# design 1

**Design 1: sizing map**

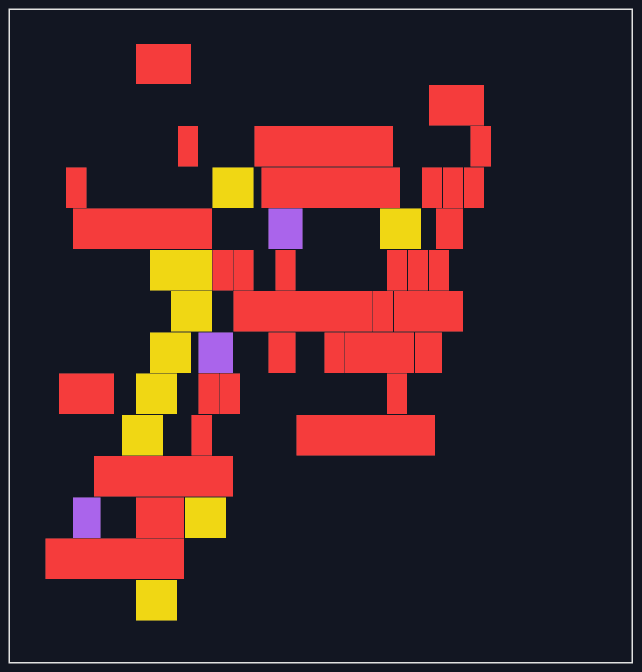

--- config.mk ---
export PLATFORM = sky130hd
export DESIGN_NAME = flipflop_circuit
export DESIGN_NICKNAME = d
export VERILOG_FILES = /design/src/rtl/flipflop_circuit.sv
export SDC_FILE = /design/constraint.sdc
export NUM_CORES = 1
export LEC_CHECK = 0
export ABC_AREA = 1
export CORE_AREA = 2 2 39 41
export CTS_BUF_LIST = sky130_fd_sc_hd__clkbuf_4 sky130_fd_sc_hd__clkbuf_8 sky130_fd_sc_hd__clkbuf_16
export DETAILED_ROUTE_END_ITERATION = 7
export DIE_AREA = 0 0 41 43
export PLACE_DENSITY_LB_ADDON = 0.05
export RECOVER_POWER = 100
export SYNTH_ARGS = -nofsm -noshare
export SYNTH_HDL_FRONTEND = slang
export SYNTH_SLANG_ARGS = --single-unit
--- constraint.sdc ---
create_clock -name clk -period 1.2 [get_ports clk]
set_input_delay 0.36 -clock clk [delete_from_list [all_inputs] [get_ports clk]]
set_output_delay 0.36 -clock clk [all_outputs]
set_load 0.005 [all_outputs]
--- src/rtl/flipflop_circuit.sv ---
// rtl/flipflop_circuit.sv - T flip-flop plus alternation detector on a serial control bit
module flipflop_circuit #(
  parameter int ALT_LEN = 4
) (
  input  logic clk,
  input  logic reset,
  input  logic x,
  output logic y,
  output logic q
);

  // Run counter must be able to hold ALT_LEN itself, since it saturates there.
  localparam int RUN_W = $clog2(ALT_LEN + 1);
  localparam logic [RUN_W-1:0] RUN_MAX = RUN_W'(ALT_LEN);
  localparam logic [RUN_W-1:0] RUN_ONE = RUN_W'(1);

  logic             toggle_q, toggle_d;
  logic             prev_x_q, prev_x_d;
  logic             valid_q, valid_d;
  logic [RUN_W-1:0] run_q, run_d;
  logic             y_q, y_d;

  // Next-state logic: toggle on x, track alternation length, flag when run reaches ALT_LEN.
  always_comb begin
    toggle_d = toggle_q ^ x;
    prev_x_d = x;
    valid_d  = 1'b1;
    run_d    = RUN_ONE;
    if (valid_q && (x != prev_x_q)) begin
      // Saturate so a long alternating stream keeps y high instead of wrapping.
      run_d = (run_q == RUN_MAX) ? run_q : run_q + RUN_ONE;
    end
    y_d = (run_d == RUN_MAX);
  end

  // State register; reset clears everything immediately, without waiting for a clock.
  always_ff @(posedge clk or posedge reset) begin
    if (reset) begin
      toggle_q <= 1'b0;
      prev_x_q <= 1'b0;
      valid_q  <= 1'b0;
      run_q    <= '0;
      y_q      <= 1'b0;
    end else begin
      toggle_q <= toggle_d;
      prev_x_q <= prev_x_d;
      valid_q  <= valid_d;
      run_q    <= run_d;
      y_q      <= y_d;
    end
  end

  assign q = toggle_q;
  assign y = y_q;

endmodule

# design 2

**src/rtl/fifo_ctrl.sv**
```systemverilog
// ----------------------------------------------------------------------------
// fifo_ctrl -- pointer/flag controller for a single-clock FIFO.
//
// Drives an external DEPTH-entry storage array. It owns the read and write
// pointers, the occupancy count, the status flags and the sticky error flags.
// The storage itself is outside this block.
//
// Ports
//   clk, rst_n        : clock; asynchronous active-low reset
//   push, pop         : requests to write or read one entry this cycle
//   clr_err           : synchronous clear of overflow/underflow
//   mem_wr_en/addr    : storage write strobe and address (same cycle as push)
//   mem_rd_en/addr    : storage read strobe and address (same cycle as pop)
//   rd_valid          : storage dout holds the popped entry this cycle
//   full, empty       : pointer-derived occupancy flags
//   almost_full/empty : count-derived level flags (AF_LEVEL / AE_LEVEL)
//   count             : stored entries, 0..DEPTH
//   overflow/underflow: sticky flags for a rejected push or pop
// ----------------------------------------------------------------------------
module fifo_ctrl #(
    parameter int unsigned DEPTH    = 16,
    parameter int unsigned AF_LEVEL = DEPTH - 2,
    parameter int unsigned AE_LEVEL = 2,
    localparam int unsigned AW      = $clog2(DEPTH)
) (
    input  logic          clk,
    input  logic          rst_n,
    input  logic          push,
    input  logic          pop,
    input  logic          clr_err,
    output logic          mem_wr_en,
    output logic          mem_rd_en,
    output logic [AW-1:0] mem_wr_addr,
    output logic [AW-1:0] mem_rd_addr,
    output logic          rd_valid,
    output logic          full,
    output logic          empty,
    output logic          almost_full,
    output logic          almost_empty,
    output logic [AW:0]   count,
    output logic          overflow,
    output logic          underflow
);

    localparam logic [AW:0] AF_CNT = (AW+1)'(AF_LEVEL);
    localparam logic [AW:0] AE_CNT = (AW+1)'(AE_LEVEL);

    // Pointers carry one extra wrap bit so full and empty are distinguishable
    // when the address bits match.
    logic [AW:0] wr_ptr_q, wr_ptr_d;
    logic [AW:0] rd_ptr_q, rd_ptr_d;
    logic [AW:0] count_q,  count_d;
    logic        rd_valid_q;
    logic        ovf_q, ovf_d;
    logic        udf_q, udf_d;

    logic        wr_acc, rd_acc;

    assign empty = (wr_ptr_q == rd_ptr_q);
    assign full  = (wr_ptr_q[AW-1:0] == rd_ptr_q[AW-1:0]) &&
                   (wr_ptr_q[AW] != rd_ptr_q[AW]);

    // Strobes are gated by rst_n so storage is never touched while reset is
    // held, independent of what the requester is driving.
    assign wr_acc = push & ~full  & rst_n;
    assign rd_acc = pop  & ~empty & rst_n;

    assign mem_wr_en   = wr_acc;
    assign mem_rd_en   = rd_acc;
    assign mem_wr_addr = wr_ptr_q[AW-1:0];
    assign mem_rd_addr = rd_ptr_q[AW-1:0];

    always_comb begin
        wr_ptr_d = wr_ptr_q;
        rd_ptr_d = rd_ptr_q;
        count_d  = count_q;

        if (wr_acc) wr_ptr_d = wr_ptr_q + 1'b1;
        if (rd_acc) rd_ptr_d = rd_ptr_q + 1'b1;

        // Simultaneous accepted push and pop leaves occupancy unchanged.
        if (wr_acc && !rd_acc)      count_d = count_q + 1'b1;
        else if (rd_acc && !wr_acc) count_d = count_q - 1'b1;

        // A new error in the same cycle as clr_err keeps the flag set.
        ovf_d = (push & full)  | (ovf_q & ~clr_err);
        udf_d = (pop  & empty) | (udf_q & ~clr_err);
    end

    always_ff @(posedge clk or negedge rst_n) begin
        if (!rst_n) begin
            wr_ptr_q   <= '0;
            rd_ptr_q   <= '0;
            count_q    <= '0;
            rd_valid_q <= 1'b0;
            ovf_q      <= 1'b0;
            udf_q      <= 1'b0;
        end else begin
            wr_ptr_q   <= wr_ptr_d;
            rd_ptr_q   <= rd_ptr_d;
            count_q    <= count_d;
            rd_valid_q <= rd_acc;
            ovf_q      <= ovf_d;
            udf_q      <= udf_d;
        end
    end

    assign count        = count_q;
    assign rd_valid     = rd_valid_q;
    assign overflow     = ovf_q;
    assign underflow    = udf_q;
    assign almost_full  = (count_q >= AF_CNT);
    assign almost_empty = (count_q <= AE_CNT);

    // The separate counter must track the pointer difference exactly.
    a_count_matches_ptrs: assert property (
        @(posedge clk) disable iff (!rst_n)
        count_q == (wr_ptr_q - rd_ptr_q)
    );

    a_count_in_range: assert property (
        @(posedge clk) disable iff (!rst_n)
        count_q <= (AW+1)'(DEPTH)
    );

endmodule
```
**config.mk**
```make
export PLATFORM = sky130hd
export DESIGN_NAME = fifo_ctrl
export DESIGN_NICKNAME = d
export VERILOG_FILES = /design/src/rtl/fifo_ctrl.sv
export SDC_FILE = /design/constraint.sdc
export NUM_CORES = 1
export LEC_CHECK = 0
export CAP_MARGIN = 20
export CORE_UTILIZATION = 23
export DETAILED_ROUTE_END_ITERATION = 8
export PLACE_DENSITY = 0.46
export SYNTH_ARGS = -nofsm -noshare
export SYNTH_HDL_FRONTEND = slang
export SYNTH_SLANG_ARGS = --single-unit
```
**constraint.sdc**
```tcl
create_clock -name clk -period 4.8 [get_ports clk]
set_clock_uncertainty 0.2 [all_clocks]
set_input_delay 0.96 -clock clk [delete_from_list [all_inputs] [get_ports clk]]
set_output_delay 0.96 -clock clk [all_outputs]
set_load 0.05 [all_outputs]
```
# design 3

===== config.mk =====
export PLATFORM = sky130hd
export DESIGN_NAME = rvc_asap_5pl_vga_ctrl
export DESIGN_NICKNAME = d
export VERILOG_FILES = /design/src/rtl/rvc_asap_pkg.sv /design/src/rtl/rvc_asap_5pl_vga_sync_gen.sv /design/src/rtl/rvc_asap_5pl_vga_ctrl.sv
export SDC_FILE = /design/constraint.sdc
export NUM_CORES = 1
export LEC_CHECK = 0
export ABC_AREA = 1
export CAP_MARGIN = 25
export CORE_ASPECT_RATIO = 0.5
export CORE_UTILIZATION = 40
export DETAILED_ROUTE_END_ITERATION = 6
export MAX_ROUTING_LAYER = met4
export SETUP_SLACK_MARGIN = 0.4
export SLEW_MARGIN = 20
export SYNTH_ARGS = -nofsm -noshare
export SYNTH_HDL_FRONTEND = slang
export SYNTH_SLANG_ARGS = --single-unit

===== constraint.sdc =====
create_clock -name Clock -period 7.9 [get_ports Clock]
set_input_delay 1.185 -clock Clock [delete_from_list [all_inputs] [get_ports Clock]]
set_output_delay 1.185 -clock Clock [all_outputs]
set_load 0.01 [all_outputs]

===== src/rtl/rvc_asap_pkg.sv =====
// rvc_asap_pkg: 640x480@60 Hz raster timing constants and framebuffer geometry.
package rvc_asap_pkg;
    typedef logic [9:0] cnt_t;
    localparam cnt_t H_VISIBLE = 10'd640;
    localparam cnt_t H_FP = 10'd16;
    localparam cnt_t H_SYNC = 10'd96;
    localparam cnt_t H_BP = 10'd48;
    localparam cnt_t H_TOTAL = 10'd800;
    localparam cnt_t V_VISIBLE = 10'd480;
    localparam cnt_t V_FP = 10'd10;
    localparam cnt_t V_SYNC = 10'd2;
    localparam cnt_t V_BP = 10'd33;
    localparam cnt_t V_TOTAL = 10'd525;
    localparam cnt_t H_LAST = H_TOTAL - 10'd1;
    localparam cnt_t V_LAST = V_TOTAL - 10'd1;
    localparam cnt_t H_SYNC_START = H_VISIBLE + H_FP;
    localparam cnt_t H_SYNC_END = H_SYNC_START + H_SYNC;
    localparam cnt_t V_SYNC_START = V_VISIBLE + V_FP;
    localparam cnt_t V_SYNC_END = V_SYNC_START + V_SYNC;
    localparam logic [12:0] FB_WORDS_PER_ROW = 13'd10;
endpackage


===== src/rtl/rvc_asap_5pl_vga_sync_gen.sv =====
// rvc_asap_5pl_vga_sync_gen: h/v raster counters with raw sync and visible-area decode.
module rvc_asap_5pl_vga_sync_gen
    import rvc_asap_pkg::*;
(
    input  logic clk,
    input  logic rst,
    output cnt_t h_cnt,
    output cnt_t v_cnt,
    output logic visible,
    output logic h_sync_raw,
    output logic v_sync_raw
);
    always_ff @(posedge clk or posedge rst) begin
        if (rst) begin
            h_cnt <= '0;
            v_cnt <= '0;
        end else begin
            h_cnt <= (h_cnt == H_LAST) ? '0 : h_cnt + 10'd1;
            if (h_cnt == H_LAST)
                v_cnt <= (v_cnt == V_LAST) ? '0 : v_cnt + 10'd1;
        end
    end
    assign visible = (h_cnt < H_VISIBLE) && (v_cnt < V_VISIBLE);
    assign h_sync_raw = !((h_cnt >= H_SYNC_START) && (h_cnt < H_SYNC_END));
    assign v_sync_raw = !((v_cnt >= V_SYNC_START) && (v_cnt < V_SYNC_END));
endmodule


===== src/rtl/rvc_asap_5pl_vga_ctrl.sv =====
// rvc_asap_5pl_vga_ctrl: 320x240 1bpp framebuffer reader, 2x2 pixel doubling to 640x480 VGA.
module rvc_asap_5pl_vga_ctrl
    import rvc_asap_pkg::*;
#(
    parameter logic [12:0] FB_BASE = 13'd0,
    parameter logic [11:0] FG_COLOR = 12'hFFF,
    parameter logic [11:0] BG_COLOR = 12'h000
) (
    input  logic        Clock,
    input  logic        Rst,
    output logic [12:0] address_b,
    input  logic [31:0] q_b,
    output logic        h_sync,
    output logic        v_sync,
    output logic [3:0]  red,
    output logic [3:0]  green,
    output logic [3:0]  blue,
    output logic        frame_start
);
    localparam cnt_t H_FETCH0 = H_TOTAL - 10'd3;
    cnt_t h_cnt, v_cnt;
    logic visible, h_sync_raw, v_sync_raw;
    logic [12:0] row_base, next_base;
    logic [31:0] pix;
    logic last_col, fetch, capture;
    logic [11:0] color;
    rvc_asap_5pl_vga_sync_gen u_sync (
        .clk(Clock),
        .rst(Rst),
        .h_cnt(h_cnt),
        .v_cnt(v_cnt),
        .visible(visible),
        .h_sync_raw(h_sync_raw),
        .v_sync_raw(v_sync_raw)
    );
    // Each 64-column word is addressed 2 cycles ahead and captured 1 cycle ahead of its first column.
    always_comb begin
        last_col = h_cnt == H_LAST;
        next_base = (v_cnt == V_LAST) ? FB_BASE : v_cnt[0] ? row_base + FB_WORDS_PER_ROW : row_base;
        fetch = (h_cnt[5:0] == 6'd61) && (h_cnt < 10'd576);
        capture = ((h_cnt[5:0] == 6'd63) && (h_cnt < 10'd576)) || last_col;
        color = !visible ? 12'h000 : pix[h_cnt[5:1]] ? FG_COLOR : BG_COLOR;
    end
    always_ff @(posedge Clock or posedge Rst) begin
        if (Rst) begin
            address_b <= FB_BASE;
            row_base <= FB_BASE;
            pix <= '0;
            h_sync <= 1'b1;
            v_sync <= 1'b1;
            {red, green, blue} <= '0;
            frame_start <= 1'b0;
        end else begin
            if (h_cnt == H_FETCH0)
                address_b <= next_base;
            else if (fetch)
                address_b <= row_base + {9'd0, h_cnt[9:6]} + 13'd1;
            if (last_col)
                row_base <= next_base;
            if (capture)
                pix <= q_b;
            {red, green, blue} <= color;
            h_sync <= h_sync_raw;
            v_sync <= v_sync_raw;
            frame_start <= (h_cnt == '0) && (v_cnt == '0);
        end
    end
endmodule


# design 4

File: src/rtl/key_filter.sv
// Multi-key push-button front end: per key, a 2-flop synchroniser and a debounce FSM
// that yields a debounced level plus one-cycle press, release and long-press pulses.
module key_filter #(
    parameter int          KEY_NUM  = 4,
    parameter logic [19:0] CNT_MAX  = 20'd999_999,
    parameter logic [25:0] LONG_MAX = 26'd49_999_999
) (
    input  logic               sys_clock,
    input  logic               sys_rst_n,
    input  logic [KEY_NUM-1:0] key_in,
    output logic [KEY_NUM-1:0] key_level,
    output logic [KEY_NUM-1:0] key_press,
    output logic [KEY_NUM-1:0] key_release,
    output logic [KEY_NUM-1:0] key_long
);

    typedef enum logic [1:0] {
        IDLE    = 2'd0,
        FILT_DN = 2'd1,
        DOWN    = 2'd2,
        FILT_UP = 2'd3
    } state_t;

    // Synchroniser flops reset to 1 so a reset never looks like a press.
    logic [KEY_NUM-1:0] sync_a;
    logic [KEY_NUM-1:0] sync;

    always_ff @(posedge sys_clock or negedge sys_rst_n) begin
        if (!sys_rst_n) begin
            sync_a <= '1;
            sync   <= '1;
        end else begin
            sync_a <= key_in;
            sync   <= sync_a;
        end
    end

    genvar i;
    for (i = 0; i < KEY_NUM; i++) begin : ch
        state_t      state, state_nxt;
        logic [19:0] cnt, cnt_nxt;
        logic [25:0] hold, hold_nxt;
        logic        level_q, press_q, release_q, long_q;
        logic        level_nxt, press_nxt, release_nxt, long_nxt;

        always_comb begin
            state_nxt   = state;
            cnt_nxt     = cnt;
            hold_nxt    = hold;
            level_nxt   = level_q;
            press_nxt   = 1'b0;
            release_nxt = 1'b0;
            long_nxt    = 1'b0;
            case (state)
                IDLE: begin
                    if (!sync[i]) begin
                        state_nxt = FILT_DN;
                        cnt_nxt   = '0;
                    end
                end
                FILT_DN: begin
                    if (sync[i]) begin
                        state_nxt = IDLE;
                    end else if (cnt < CNT_MAX) begin
                        cnt_nxt = cnt + 20'd1;
                    end else begin
                        state_nxt = DOWN;
                        press_nxt = 1'b1;
                        level_nxt = 1'b1;
                        hold_nxt  = '0;
                    end
                end
                DOWN: begin
                    if (sync[i]) begin
                        state_nxt = FILT_UP;
                        cnt_nxt   = '0;
                    end else if (hold < LONG_MAX) begin
                        // Long press fires only on the increment that reaches LONG_MAX, then hold saturates.
                        hold_nxt = hold + 26'd1;
                        long_nxt = (hold_nxt == LONG_MAX);
                    end
                end
                FILT_UP: begin
                    if (!sync[i]) begin
                        state_nxt = DOWN;
                    end else if (cnt < CNT_MAX) begin
                        cnt_nxt = cnt + 20'd1;
                    end else begin
                        state_nxt   = IDLE;
                        release_nxt = 1'b1;
                        level_nxt   = 1'b0;
                    end
                end
                default: state_nxt = IDLE;
            endcase
        end

        always_ff @(posedge sys_clock or negedge sys_rst_n) begin
            if (!sys_rst_n) begin
                state     <= IDLE;
                cnt       <= '0;
                hold      <= '0;
                level_q   <= 1'b0;
                press_q   <= 1'b0;
                release_q <= 1'b0;
                long_q    <= 1'b0;
            end else begin
                state     <= state_nxt;
                cnt       <= cnt_nxt;
                hold      <= hold_nxt;
                level_q   <= level_nxt;
                press_q   <= press_nxt;
                release_q <= release_nxt;
                long_q    <= long_nxt;
            end
        end

        assign key_level[i]   = level_q;
        assign key_press[i]   = press_q;
        assign key_release[i] = release_q;
        assign key_long[i]    = long_q;
    end

endmodule

File: config.mk
export PLATFORM = sky130hd
export DESIGN_NAME = key_filter
export DESIGN_NICKNAME = d
export VERILOG_FILES = /design/src/rtl/key_filter.sv
export SDC_FILE = /design/constraint.sdc
export NUM_CORES = 1
export LEC_CHECK = 0
export CELL_PAD_IN_SITES_DETAIL_PLACEMENT = 0
export CELL_PAD_IN_SITES_GLOBAL_PLACEMENT = 1
export CORE_AREA = 2 2 171 173
export CTS_BUF_LIST = sky130_fd_sc_hd__clkbuf_8 sky130_fd_sc_hd__clkbuf_16
export CTS_CLUSTER_DIAMETER = 60
export DETAILED_ROUTE_END_ITERATION = 10
export DIE_AREA = 0 0 173 175
export PLACE_DENSITY_LB_ADDON = 0.3
export SLEW_MARGIN = 20
export SYNTH_ARGS = -nofsm -noshare
export SYNTH_HDL_FRONTEND = slang
export SYNTH_SLANG_ARGS = --single-unit
export TNS_END_PERCENT = 1
File: constraint.sdc
create_clock -name sys_clock -period 3 [get_ports sys_clock]
set_input_delay 0.75 -clock sys_clock [delete_from_list [all_inputs] [get_ports sys_clock]]
set_output_delay 0.75 -clock sys_clock [all_outputs]
set_load 0.02 [all_outputs]
# design 5

<file path="config.mk">
export PLATFORM = sky130hd
export DESIGN_NAME = sequenciador_programa
export DESIGN_NICKNAME = d
export VERILOG_FILES = /design/src/rtl/sequenciador_programa_pkg.sv /design/src/rtl/sequenciador_programa_memoria.sv /design/src/rtl/sequenciador_programa.sv
export SDC_FILE = /design/constraint.sdc
export NUM_CORES = 1
export LEC_CHECK = 0
export ABC_AREA = 1
export CORE_AREA = 2 2 208 230
export CTS_CLUSTER_SIZE = 14
export DETAILED_ROUTE_END_ITERATION = 7
export DIE_AREA = 0 0 210 232
export GPL_TIMING_DRIVEN = 0
export SKIP_CTS_REPAIR_TIMING = 1
export SLEW_MARGIN = 20
export SYNTH_ARGS = -nofsm -noshare
export SYNTH_HDL_FRONTEND = slang
export SYNTH_SLANG_ARGS = --single-unit
</file>
<file path="constraint.sdc">
create_clock -name Clock -period 6.1 [get_ports Clock]
set_input_delay 1.83 -clock Clock [delete_from_list [all_inputs] [get_ports Clock]]
set_output_delay 1.83 -clock Clock [all_outputs]
set_load 0.01 [all_outputs]
</file>
<file path="src/rtl/sequenciador_programa_pkg.sv">
// Shared definitions for the program sequencer: processor opcodes,
// instruction field positions and the sequencer state encoding.
package sequenciador_programa_pkg;

    localparam logic [2:0] OP_MV   = 3'b000;
    localparam logic [2:0] OP_MVI  = 3'b001;
    localparam logic [2:0] OP_ADD  = 3'b010;
    localparam logic [2:0] OP_SUB  = 3'b011;
    localparam logic [2:0] OP_MVNZ = 3'b100;

    localparam int unsigned OPC_HI = 8;
    localparam int unsigned OPC_LO = 6;
    localparam int unsigned RX_HI  = 5;
    localparam int unsigned RX_LO  = 3;
    localparam int unsigned RY_HI  = 2;
    localparam int unsigned RY_LO  = 0;

    typedef enum logic [2:0] {
        IDLE,
        ISSUE,
        IMM,
        WAIT,
        HALT,
        ERRO
    } seq_state_e;

    function automatic logic [2:0] opcode_of(input logic [OPC_HI:0] word);
        return word[OPC_HI:OPC_LO];
    endfunction

endpackage

</file>
<file path="src/rtl/sequenciador_programa_memoria.sv">
// Program memory: 2**ADDR_W words, synchronous write, asynchronous read,
// contents survive reset.
module memoria_programa
    import sequenciador_programa_pkg::*;
#(
    parameter int unsigned DATA_W = 16,
    parameter int unsigned ADDR_W = 5
) (
    input  logic              clk_i,
    input  logic              we_i,
    input  logic [ADDR_W-1:0] waddr_i,
    input  logic [DATA_W-1:0] wdata_i,
    input  logic [ADDR_W-1:0] raddr_i,
    output logic [DATA_W-1:0] rdata_o
);

    logic [DATA_W-1:0] mem_q [0:(1<<ADDR_W)-1];

    always_ff @(posedge clk_i) begin
        if (we_i) begin
            mem_q[waddr_i] <= wdata_i;
        end
    end

    assign rdata_o = mem_q[raddr_i];

endmodule

</file>
<file path="src/rtl/sequenciador_programa.sv">
// Program sequencer: feeds stored words to the processor one instruction at
// a time (Run pulse, optional mvi immediate) and waits for Done to advance.
module sequenciador_programa
    import sequenciador_programa_pkg::*;
#(
    parameter int unsigned DATA_W  = 16,
    parameter int unsigned ADDR_W  = 5,
    parameter int unsigned TIMEOUT = 15
) (
    input  logic              Clock,
    input  logic              Resetn,
    input  logic              Start,
    input  logic [ADDR_W:0]   ProgLen,
    input  logic              Done,
    input  logic              WrEn,
    input  logic [ADDR_W-1:0] WrAddr,
    input  logic [DATA_W-1:0] WrData,
    output logic [DATA_W-1:0] DIN,
    output logic              Run,
    output logic [ADDR_W:0]   PC,
    output logic              Busy,
    output logic              Halted,
    output logic              Erro
);

    localparam int unsigned CNT_W = $clog2(TIMEOUT + 1);

    seq_state_e        state_q;
    logic [ADDR_W:0]   pc_q;
    logic [ADDR_W:0]   len_q;
    logic [CNT_W-1:0]  cnt_q;
    logic              run_q;
    logic              halted_q;
    logic              erro_q;

    logic [DATA_W-1:0] mem_word;
    logic [ADDR_W:0]   pc_inc;
    logic              is_mvi;
    logic              busy;

    memoria_programa #(
        .DATA_W (DATA_W),
        .ADDR_W (ADDR_W)
    ) u_mem (
        .clk_i   (Clock),
        .we_i    (WrEn && !busy),
        .waddr_i (WrAddr),
        .wdata_i (WrData),
        .raddr_i (pc_q[ADDR_W-1:0]),
        .rdata_o (mem_word)
    );

    always_comb begin
        busy   = (state_q == ISSUE) || (state_q == IMM) || (state_q == WAIT);
        pc_inc = pc_q + 1'b1;
        is_mvi = (opcode_of(mem_word[OPC_HI:0]) == OP_MVI);
    end

    always_ff @(posedge Clock or negedge Resetn) begin
        if (!Resetn) begin
            state_q  <= IDLE;
            pc_q     <= '0;
            len_q    <= '0;
            cnt_q    <= '0;
            run_q    <= 1'b0;
            halted_q <= 1'b0;
            erro_q   <= 1'b0;
        end else begin
            run_q <= 1'b0;
            case (state_q)
                IDLE, HALT, ERRO: begin
                    if (Start) begin
                        pc_q     <= '0;
                        halted_q <= 1'b0;
                        erro_q   <= 1'b0;
                        if (ProgLen != '0) begin
                            len_q   <= ProgLen;
                            state_q <= ISSUE;
                            run_q   <= 1'b1;
                        end else begin
                            state_q  <= HALT;
                            halted_q <= 1'b1;
                        end
                    end
                end
                ISSUE: begin
                    cnt_q <= '0;
                    if (!is_mvi) begin
                        state_q <= WAIT;
                    end else if (pc_inc < len_q) begin
                        pc_q    <= pc_inc;
                        state_q <= IMM;
                    end else begin
                        state_q <= ERRO;
                        erro_q  <= 1'b1;
                    end
                end
                // IMM shares completion with WAIT; only WAIT runs the timeout.
                IMM, WAIT: begin
                    if (Done) begin
                        pc_q <= pc_inc;
                        if (pc_inc == len_q) begin
                            state_q  <= HALT;
                            halted_q <= 1'b1;
                        end else begin
                            state_q <= ISSUE;
                            run_q   <= 1'b1;
                        end
                    end else if (state_q == IMM) begin
                        state_q <= WAIT;
                    end else if (cnt_q == CNT_W'(TIMEOUT - 1)) begin
                        state_q <= ERRO;
                        erro_q  <= 1'b1;
                    end else begin
                        cnt_q <= cnt_q + 1'b1;
                    end
                end
                default: state_q <= IDLE;
            endcase
        end
    end

    assign DIN    = busy ? mem_word : '0;
    assign Run    = run_q;
    assign PC     = pc_q;
    assign Busy   = busy;
    assign Halted = halted_q;
    assign Erro   = erro_q;

endmodule

</file>
**Design 1: cell density map**

8 x 9 tiles, from dark blue (low) to red (high), 0 to 100% covered.
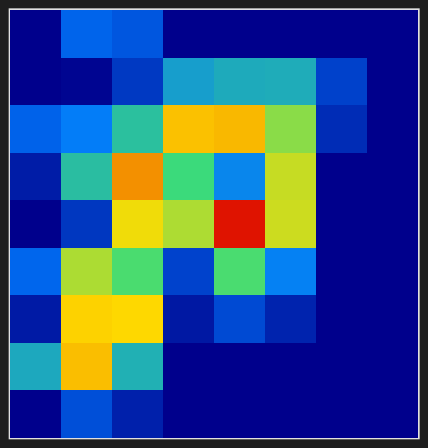
9.7% of the tiles are over 75% full. The mean over all tiles is 23%. The fullest tile reaches 98%. The densest ninth of the die: middle. 42% of the tiles are nearly empty.
Initial Utilization: 23.0%
area of the core: 1380 µm²
Util after Layout: 31.1%

Notes on 'sizing map' of design 1 above:
x3 and x4: shown in yellow, cells 9, share 20%, most used clkbuf_4. x1 and smaller: shown in red, cells 34, share 74%, most used nand2_1. x2: shown in purple, cells 3, share 6.5%.
number of buffers outside the clock class in the layout: 8
Final Instance Area: 430 µm²
Area growth syn-to-layout: 35.4%

==> notes.md, design 1 <==
Synthesis and PnR results.

- For the worst setup path, the data required time is around 0.84 ns.
- In the synthesized netlist, the cells that appear most often are sky130_fd_sc_hd__nand2_1, sky130_fd_sc_hd__dfrtp_1, sky130_fd_sc_hd__inv_1.
- The number of standard-cell rows in the floorplan reads 14.
- The final cell count without fillers is 62.
- The most popular library cell in the synthesized design by count is sky130_fd_sc_hd__nand2_1.
- The wire length of the first global-routing pass reads between 900 and 1000 µm.
- The count of unique library cells instantiated by Yosys is 12.
- At the worst endpoint, the arrival time is around 0.80 ns.
- The met3 global-route usage is ~3.1%.
- The netlist area before placement reads between 300 and 400 µm².
- The post-route DRC violation count reads 0.
- The number of pins exceeding their max-slew limit in the final report is 0.
- The I/O pin total reads 5.
- The placed wire-length estimate after detailed placement reads ~390 µm.
- Per the detail_route report, the via count comes to ~250.
- The met1 track utilization from global routing is between 10% and 20%.
- The number of logic gates reads 20.
- The synthesized net count reads 39.
- The initial antenna violation count was 0.
- Once detail routing completed, the nets flagged for antenna violations numbered 0.
- The most instantiated flip-flop cell in the synthesis netlist is sky130_fd_sc_hd__dfrtp_1.
- The summed standard-cell area reported by yosys is approximately 320 µm².
- For the worst-skew pair, the clock arrives at the later sink with an insertion delay of around 0.25 ns.
- The clock tree from TritonCTS is built.
- The run finished with clean final reports.
- The count of tool warnings is 28.
- Looking at the clock tree report, the H-tree level count equals 1.
- Global route summary, busiest routing layer listed as met2.
## design 1: through the flow
step	setup TNS, ns	hold WS, ns
after floorplan	0	0.163
after global placement	-0.395	0.453
after detailed placement	-0.416	0.456
after CTS	-0.0113	0.343
after global routing	0	0.505
final	0	0.478
## design 1: routing by layer
metal	share of wire (%)	up-vias	wire length [µm]
met4	4.0	0	21
met1	41	113	215
met2	52	5	273
li1	-	124	-
met5	0	-	0
met3	3.2	4	17
## design 1: timing repair
action	4_1_cts	5_1_grt
setup endpoints to repair	2	2
setup buffers	1	2
gates resized	4	1
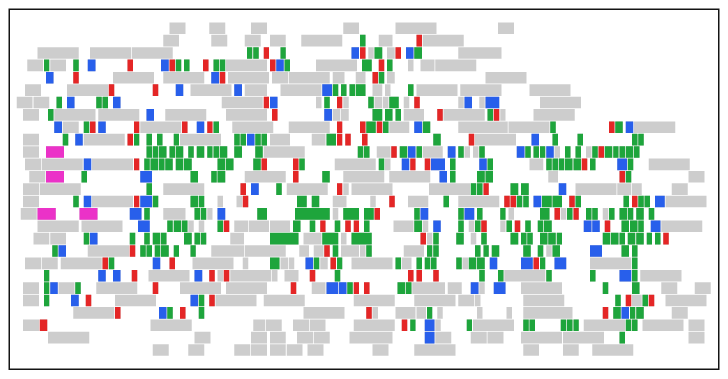
**Above:** design 3 (logic cells by family).
inv cells: shown in red, cells 92, where widely spread. mux cells: shown in magenta, cells 4, where left middle. nand cells: shown in green, cells 264. aoi and oai cells: shown in blue, cells 74.
non-filler cells, final: 839
share of cell area taken by multi-input logic gates: 37.7%
most used logic cell in the final layout: sky130_fd_sc_hd__nand2_1

==> notes.md, design 3 <==
Synthesis and PnR results.

- The reg-to-reg startpoint reads u_sync.h_cnt[1].
- The number of diodes reads 0.
- The run finished with clean final reports.
- The adder and majority gate portion of the synthesized area reads about 3.1%.
- The number of synthesis warnings reads 0.
- The count of plain and timing-repair buffers is 62.
- The instance count of the mapped netlist is about 630.
- In the final layout, flip-flops and latches take up 36.0% of the cell area.
- The wire length of the first global-routing pass reads ~19,000 µm.
- The worst clock skew reads between 0.008 and 0.009 ns.
- For this run, the chip area from Yosys synthesis comes to 4720 µm².
- The worst setup path is launched from a flop.
- For this run, combinational gates with multiple inputs come to between 400 and 500.
- The I/O pin total reads ~62.
- RePlAce ended its routability-driven mode at a weighted congestion of between 0.9 and 1.
- The number of optimization iterations in the first detailed-route pass reads 5.
- For reference, simple AND, OR, NAND and NOR cells occupy 31.3% of the area reported after synthesis.
- The core region area reads between 10,000 and 15,000 µm².
- The critical path startpoint is u_sync.h_cnt[1].
- Nets still carrying antenna violations after routing amount to 0.
- Per the timing report, the biggest fanout along the worst path comes to 24.
- The cell total in the yosys stat output reads 630.
- TritonCTS built the clock tree.
- The fraction of synthesized cell area taken by the top area cell type reads a little over two fifths.
- The proportion of synthesized chip area in sequential cells reads 43.5%.
- The transition at the pin with the smallest max-transition slack reads 0.933 ns.
- The top routing layer in use is met4.
- STA reports a reg2reg setup slack of 4.96 ns.
- The floorplan die width reads between 150 and 200 µm.
- The highest attainable clock frequency reads 340 MHz.
- The netlist area before placement is between 4000 and 5000 µm².
- The worst setup path is captured at a flop.
- The xor and xnor area share after synthesis is approximately 1.5%.
- Setup repair after global routing left no endpoint under its margin.
- The aggregate negative setup slack is 0 ns.
- The share of async-settable or async-resettable flops after synthesis reads 100%.
- The die height is 78.8 µm.
- The number of standard-cell rows in the floorplan reads 27.
- Counting every net in the synthesized netlist gives around 680.
- Tap insertion was completed with between 150 and 200 tapcells.
- The number of global-route vias before repair is between 3,000 and 4,000.
design 3: layer usage:
metal,vias to the layer above,GRT usage [%]
met5,-,-
met4,0,5.49
met1,1904,27.4
met3,9,3.93
met2,76,29.9
li1,2089,-
design 3: stage by stage:
stage	setup WS, ns	std cells
CTS	4.95	839
global placement	5.07	823
detailed placement	5.00	823
finish	4.96	839
global route	4.66	839
floorplan	4.61	630
design 3: logic make-up after synthesis:
group,after synthesis
xor gates and xnor gates,8
buffers and inverters,120
adders and majority gates,11
AOI/OAI and AO/OA,74
DFF,82
and+or+nand+nor,331
muxes,4
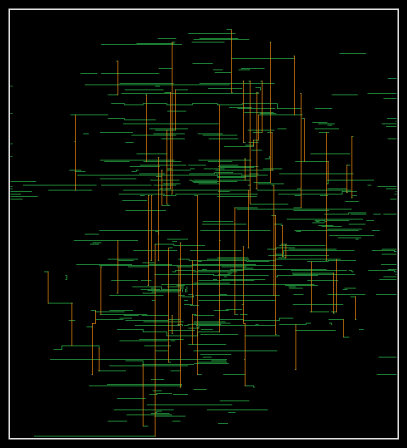
**Above:** design 5 (wiring by layer).
Only two layers are drawn.
M4: shown in orange, wire length 2,200 µm. M3: shown in green, wire length 6,080 µm.
Via Count: 14,924
routed length per placed instance: 26.4 µm

==> notes.md, design 5 <==
Synthesis and PnR results.

- The number of buffers added on ports reads approximately 57.
- The proportion of synthesized chip area in sequential cells is 73.8%.
- The worst setup slack for register-to-register paths is 2.23 ns.
- The flow ran to the end, and the final reports show no timing, DRC or antenna violations.
- The total wire length reads ~65,000 µm.
- The area fraction in and, or, nand and nor cells is about an eighth.
- The count of max-cap constraint violations is 0.
- The deepest clock path buffer count is 3.
- The number of pins exceeding their max-slew limit in the final report is 0.
- The maximum number of pins on one net before global-route repair reads 33.
- Global routing used 36.8% of the available met1 tracks.
- The floorplan die width reads between 200 and 250 µm.
- The layout report lists the multi-input gate area as 5090 µm².
- The top routing layer in use reads met4.
-- design 5: layout make-up --
class                   count  share of cell area (%)
flip-flops and latches    534                    64.0
inverters                  42                   0.633
plain buffers             111                    2.20
multi-input cells        1018                    20.5
well taps                 595                    2.99
clock inverters            26                    1.13
clock buffers              70                    5.67
repair buffers             76                    2.94
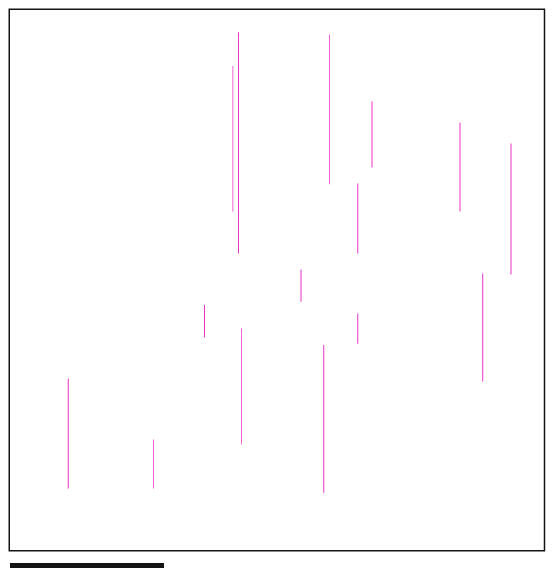
**Above:** design 4 (met4 routing).
Bar = 50 µm.
The layer holds 1.6% of the routed length. 7 nets have wire on it.
WL final: 30,900 µm
Via Count: 11,065

**Design 4: wiring by layer**

Only two layers are drawn.
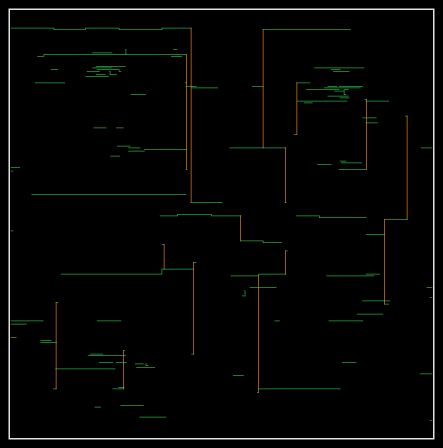
M4: shown in orange, wire length 481 µm. M3: shown in green, wire length 1,050 µm.
Total GRT Usage: 20.6%
routed length per placed instance: 16.4 µm

==> notes.md, design 4 <==
Synthesis and PnR results.

- The number of pins exceeding their max-slew limit in the final report reads 0.
- The worst endpoint data arrival time reads 3.09 ns.
- The pin closest to its max-slew limit shows a slew of approximately 0.8 ns.
- The worst slack after detailed placement reads between 0.3 and 0.4 ns.
- As reported, the later end of the worst-skew pair has a clock insertion delay of between 0.5 and 0.6 ns.
- Per STA, the highest per-stage delay on the worst path measures between 0.5 and 0.6 ns.
- The core region area reads between 20,000 and 30,000 µm².
- The last element of the critical path is ch[1].long_q.
- The hold buffer count at cts is 0.
- Yosys mapped the design onto 80 distinct sky130hd cell types.
- The critical path in the final layout is reported with a setup slack of ~0.34 ns.
- The number of global-route vias before repair is 10,503.
- The aggregate negative setup slack reads 0 ns.
- The flow ran to the end, and the final reports show no timing, DRC or antenna violations.
- The number of endpoints with negative hold slack in the final report is 0.
- The reg-to-reg startpoint reads ch[1].hold[1].
- After global routing, the most crowded layer is met2.
- The class of the tightest hold or removal check reads input port to asynchronous set/reset pin.
- The number of levels in the clock H-tree reads 1.
design 4: synth_stat cells (all sizes together) (47+ instances only):
library cell  instances  share of area, %
inv                  48               1.4
a21oi               111               4.3
dfrtp               208                40
clkbuf               57               1.7
nor3                 48               1.9
nand2               142               4.1
nor2                129               3.8
o21ai                77               3.0
buf                  52               2.6
nand4                47               2.5
nand3                79               3.1
a31oi                54               2.6
design 4: registers in the layout, indices dropped and copies added (netlist names), named ones only:
register,flops
ch.hold,104
ch.cnt,80
ch.level_q,4
ch.long_q,4
ch.press_q,4
ch.release_q,4
ch.state,4
sync,4
sync_a,4
**Design 2: wiring by layer**

Only two layers are drawn.
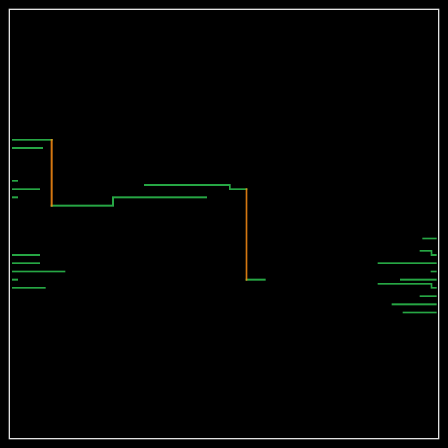
M4: shown in orange, wire length 25.8 µm. M3: shown in green, wire length 134 µm.
Total GRT Usage: 10.7%
WL final: 2400 µm
Via Count: 815
routed length per placed instance: 13.5 µm

==> notes.md, design 2 <==
Synthesis and PnR results.

- Once routing completed, OpenROAD measured the worst setup slack at 1.09 ns.
- The hold-critical path depth reads 1.
- Global routing consumed, on the met2 layer, between 10% and 20% of the routing resources.
- The mux contribution to synthesized area is under 10%.
- The main kind of combinational logic by area is AND-OR/OR-AND gates.
- The total of endpoints with negative setup slack in the final report is 0.
- The library cell used as clock root buffer reads sky130_fd_sc_hd__clkbuf_8.
- The clock buffer and inverter area fraction after layout reads 3.84%.
- The die height reads 70.8 µm.
- The sequential cell area reads about 450 µm².
- The chip footprint is roughly 5000 µm².
- STA classifies the critical path endpoint as a primary output.
- The final reports fail on DRC.
- The proportion of synthesized chip area in sequential cells is between 40% and 50%.
- The top cell type in the final layout, fill and taps aside, is sky130_fd_sc_hd__clkdlybuf4s50_1.
- Per the timing report, the most critical flop-to-flop path originates at wr_ptr_q[0].
- The most instantiated flip-flop cell in the synthesis netlist reads sky130_fd_sc_hd__dfrtp_1.
- The last element of the critical path is full.
- The register fraction of the total cell area reads between 30% and 40%.
- The floorplan die width is 70.8 µm.
- The finished layout cell area is between 1000 and 1500 µm².
- The flow ran to the end, but the final reports show violations.
- The aggregate negative setup slack is 0 ns.
- The clock tree from TritonCTS reads built.
- The netlist area before placement is about 1100 µm².
- The ratio of cells with drive above 1 in the final layout reads ~13%.
- The count of tool warnings reads 26.
- The amount of wire on met2 after detailed routing is between 1000 and 1500 µm.
- Leaving out the clock tree, the finished layout contains an inverter count of 4.
- The class of the tightest hold or removal check reads flop to flop.
- The post-route DRC violation count is 4.
- The total number of sequential cells reads 18.
- The number of buffers added on ports reads 26.
[design 2: cells in the mapped netlist, drive strengths merged (2+ instances only)]
master	instances	area share (%)
dfrtp	18	41
xor2	12	9.7
buf	9	6.2
nand2	7	2.4
a21oi	6	3.8
ha	6	6.9
inv	4	1.4
nor3	4	1.8
o21ai	4	1.8
and2	3	1.7
mux2	3	3.5
xnor2	3	2.4
a2111oi	2	1.6
a21o	2	1.4
a22o	2	1.6
mux2i	2	1.8
nand3	2	0.92
nand4	2	1.2
o31ai	2	1.4


==> gallery <==
Congestion heat map.
shot_01.png
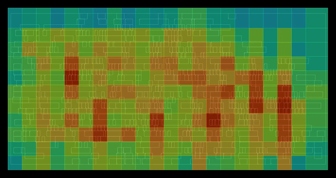
shot_02.png
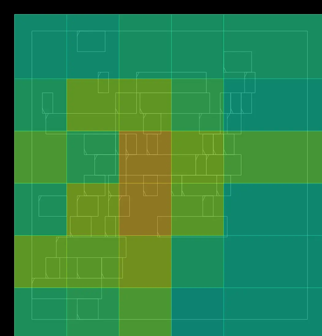
shot_03.png
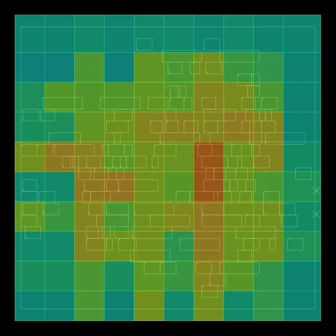
shot_04.png
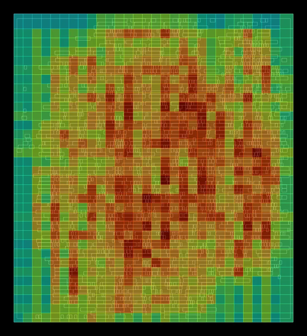
shot_05.png
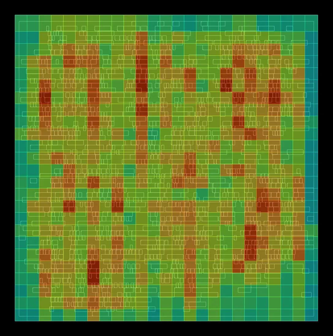
shot_04.png -> design 5
shot_02.png -> design 1
shot_01.png -> design 3
shot_03.png -> design 2
shot_05.png -> design 4

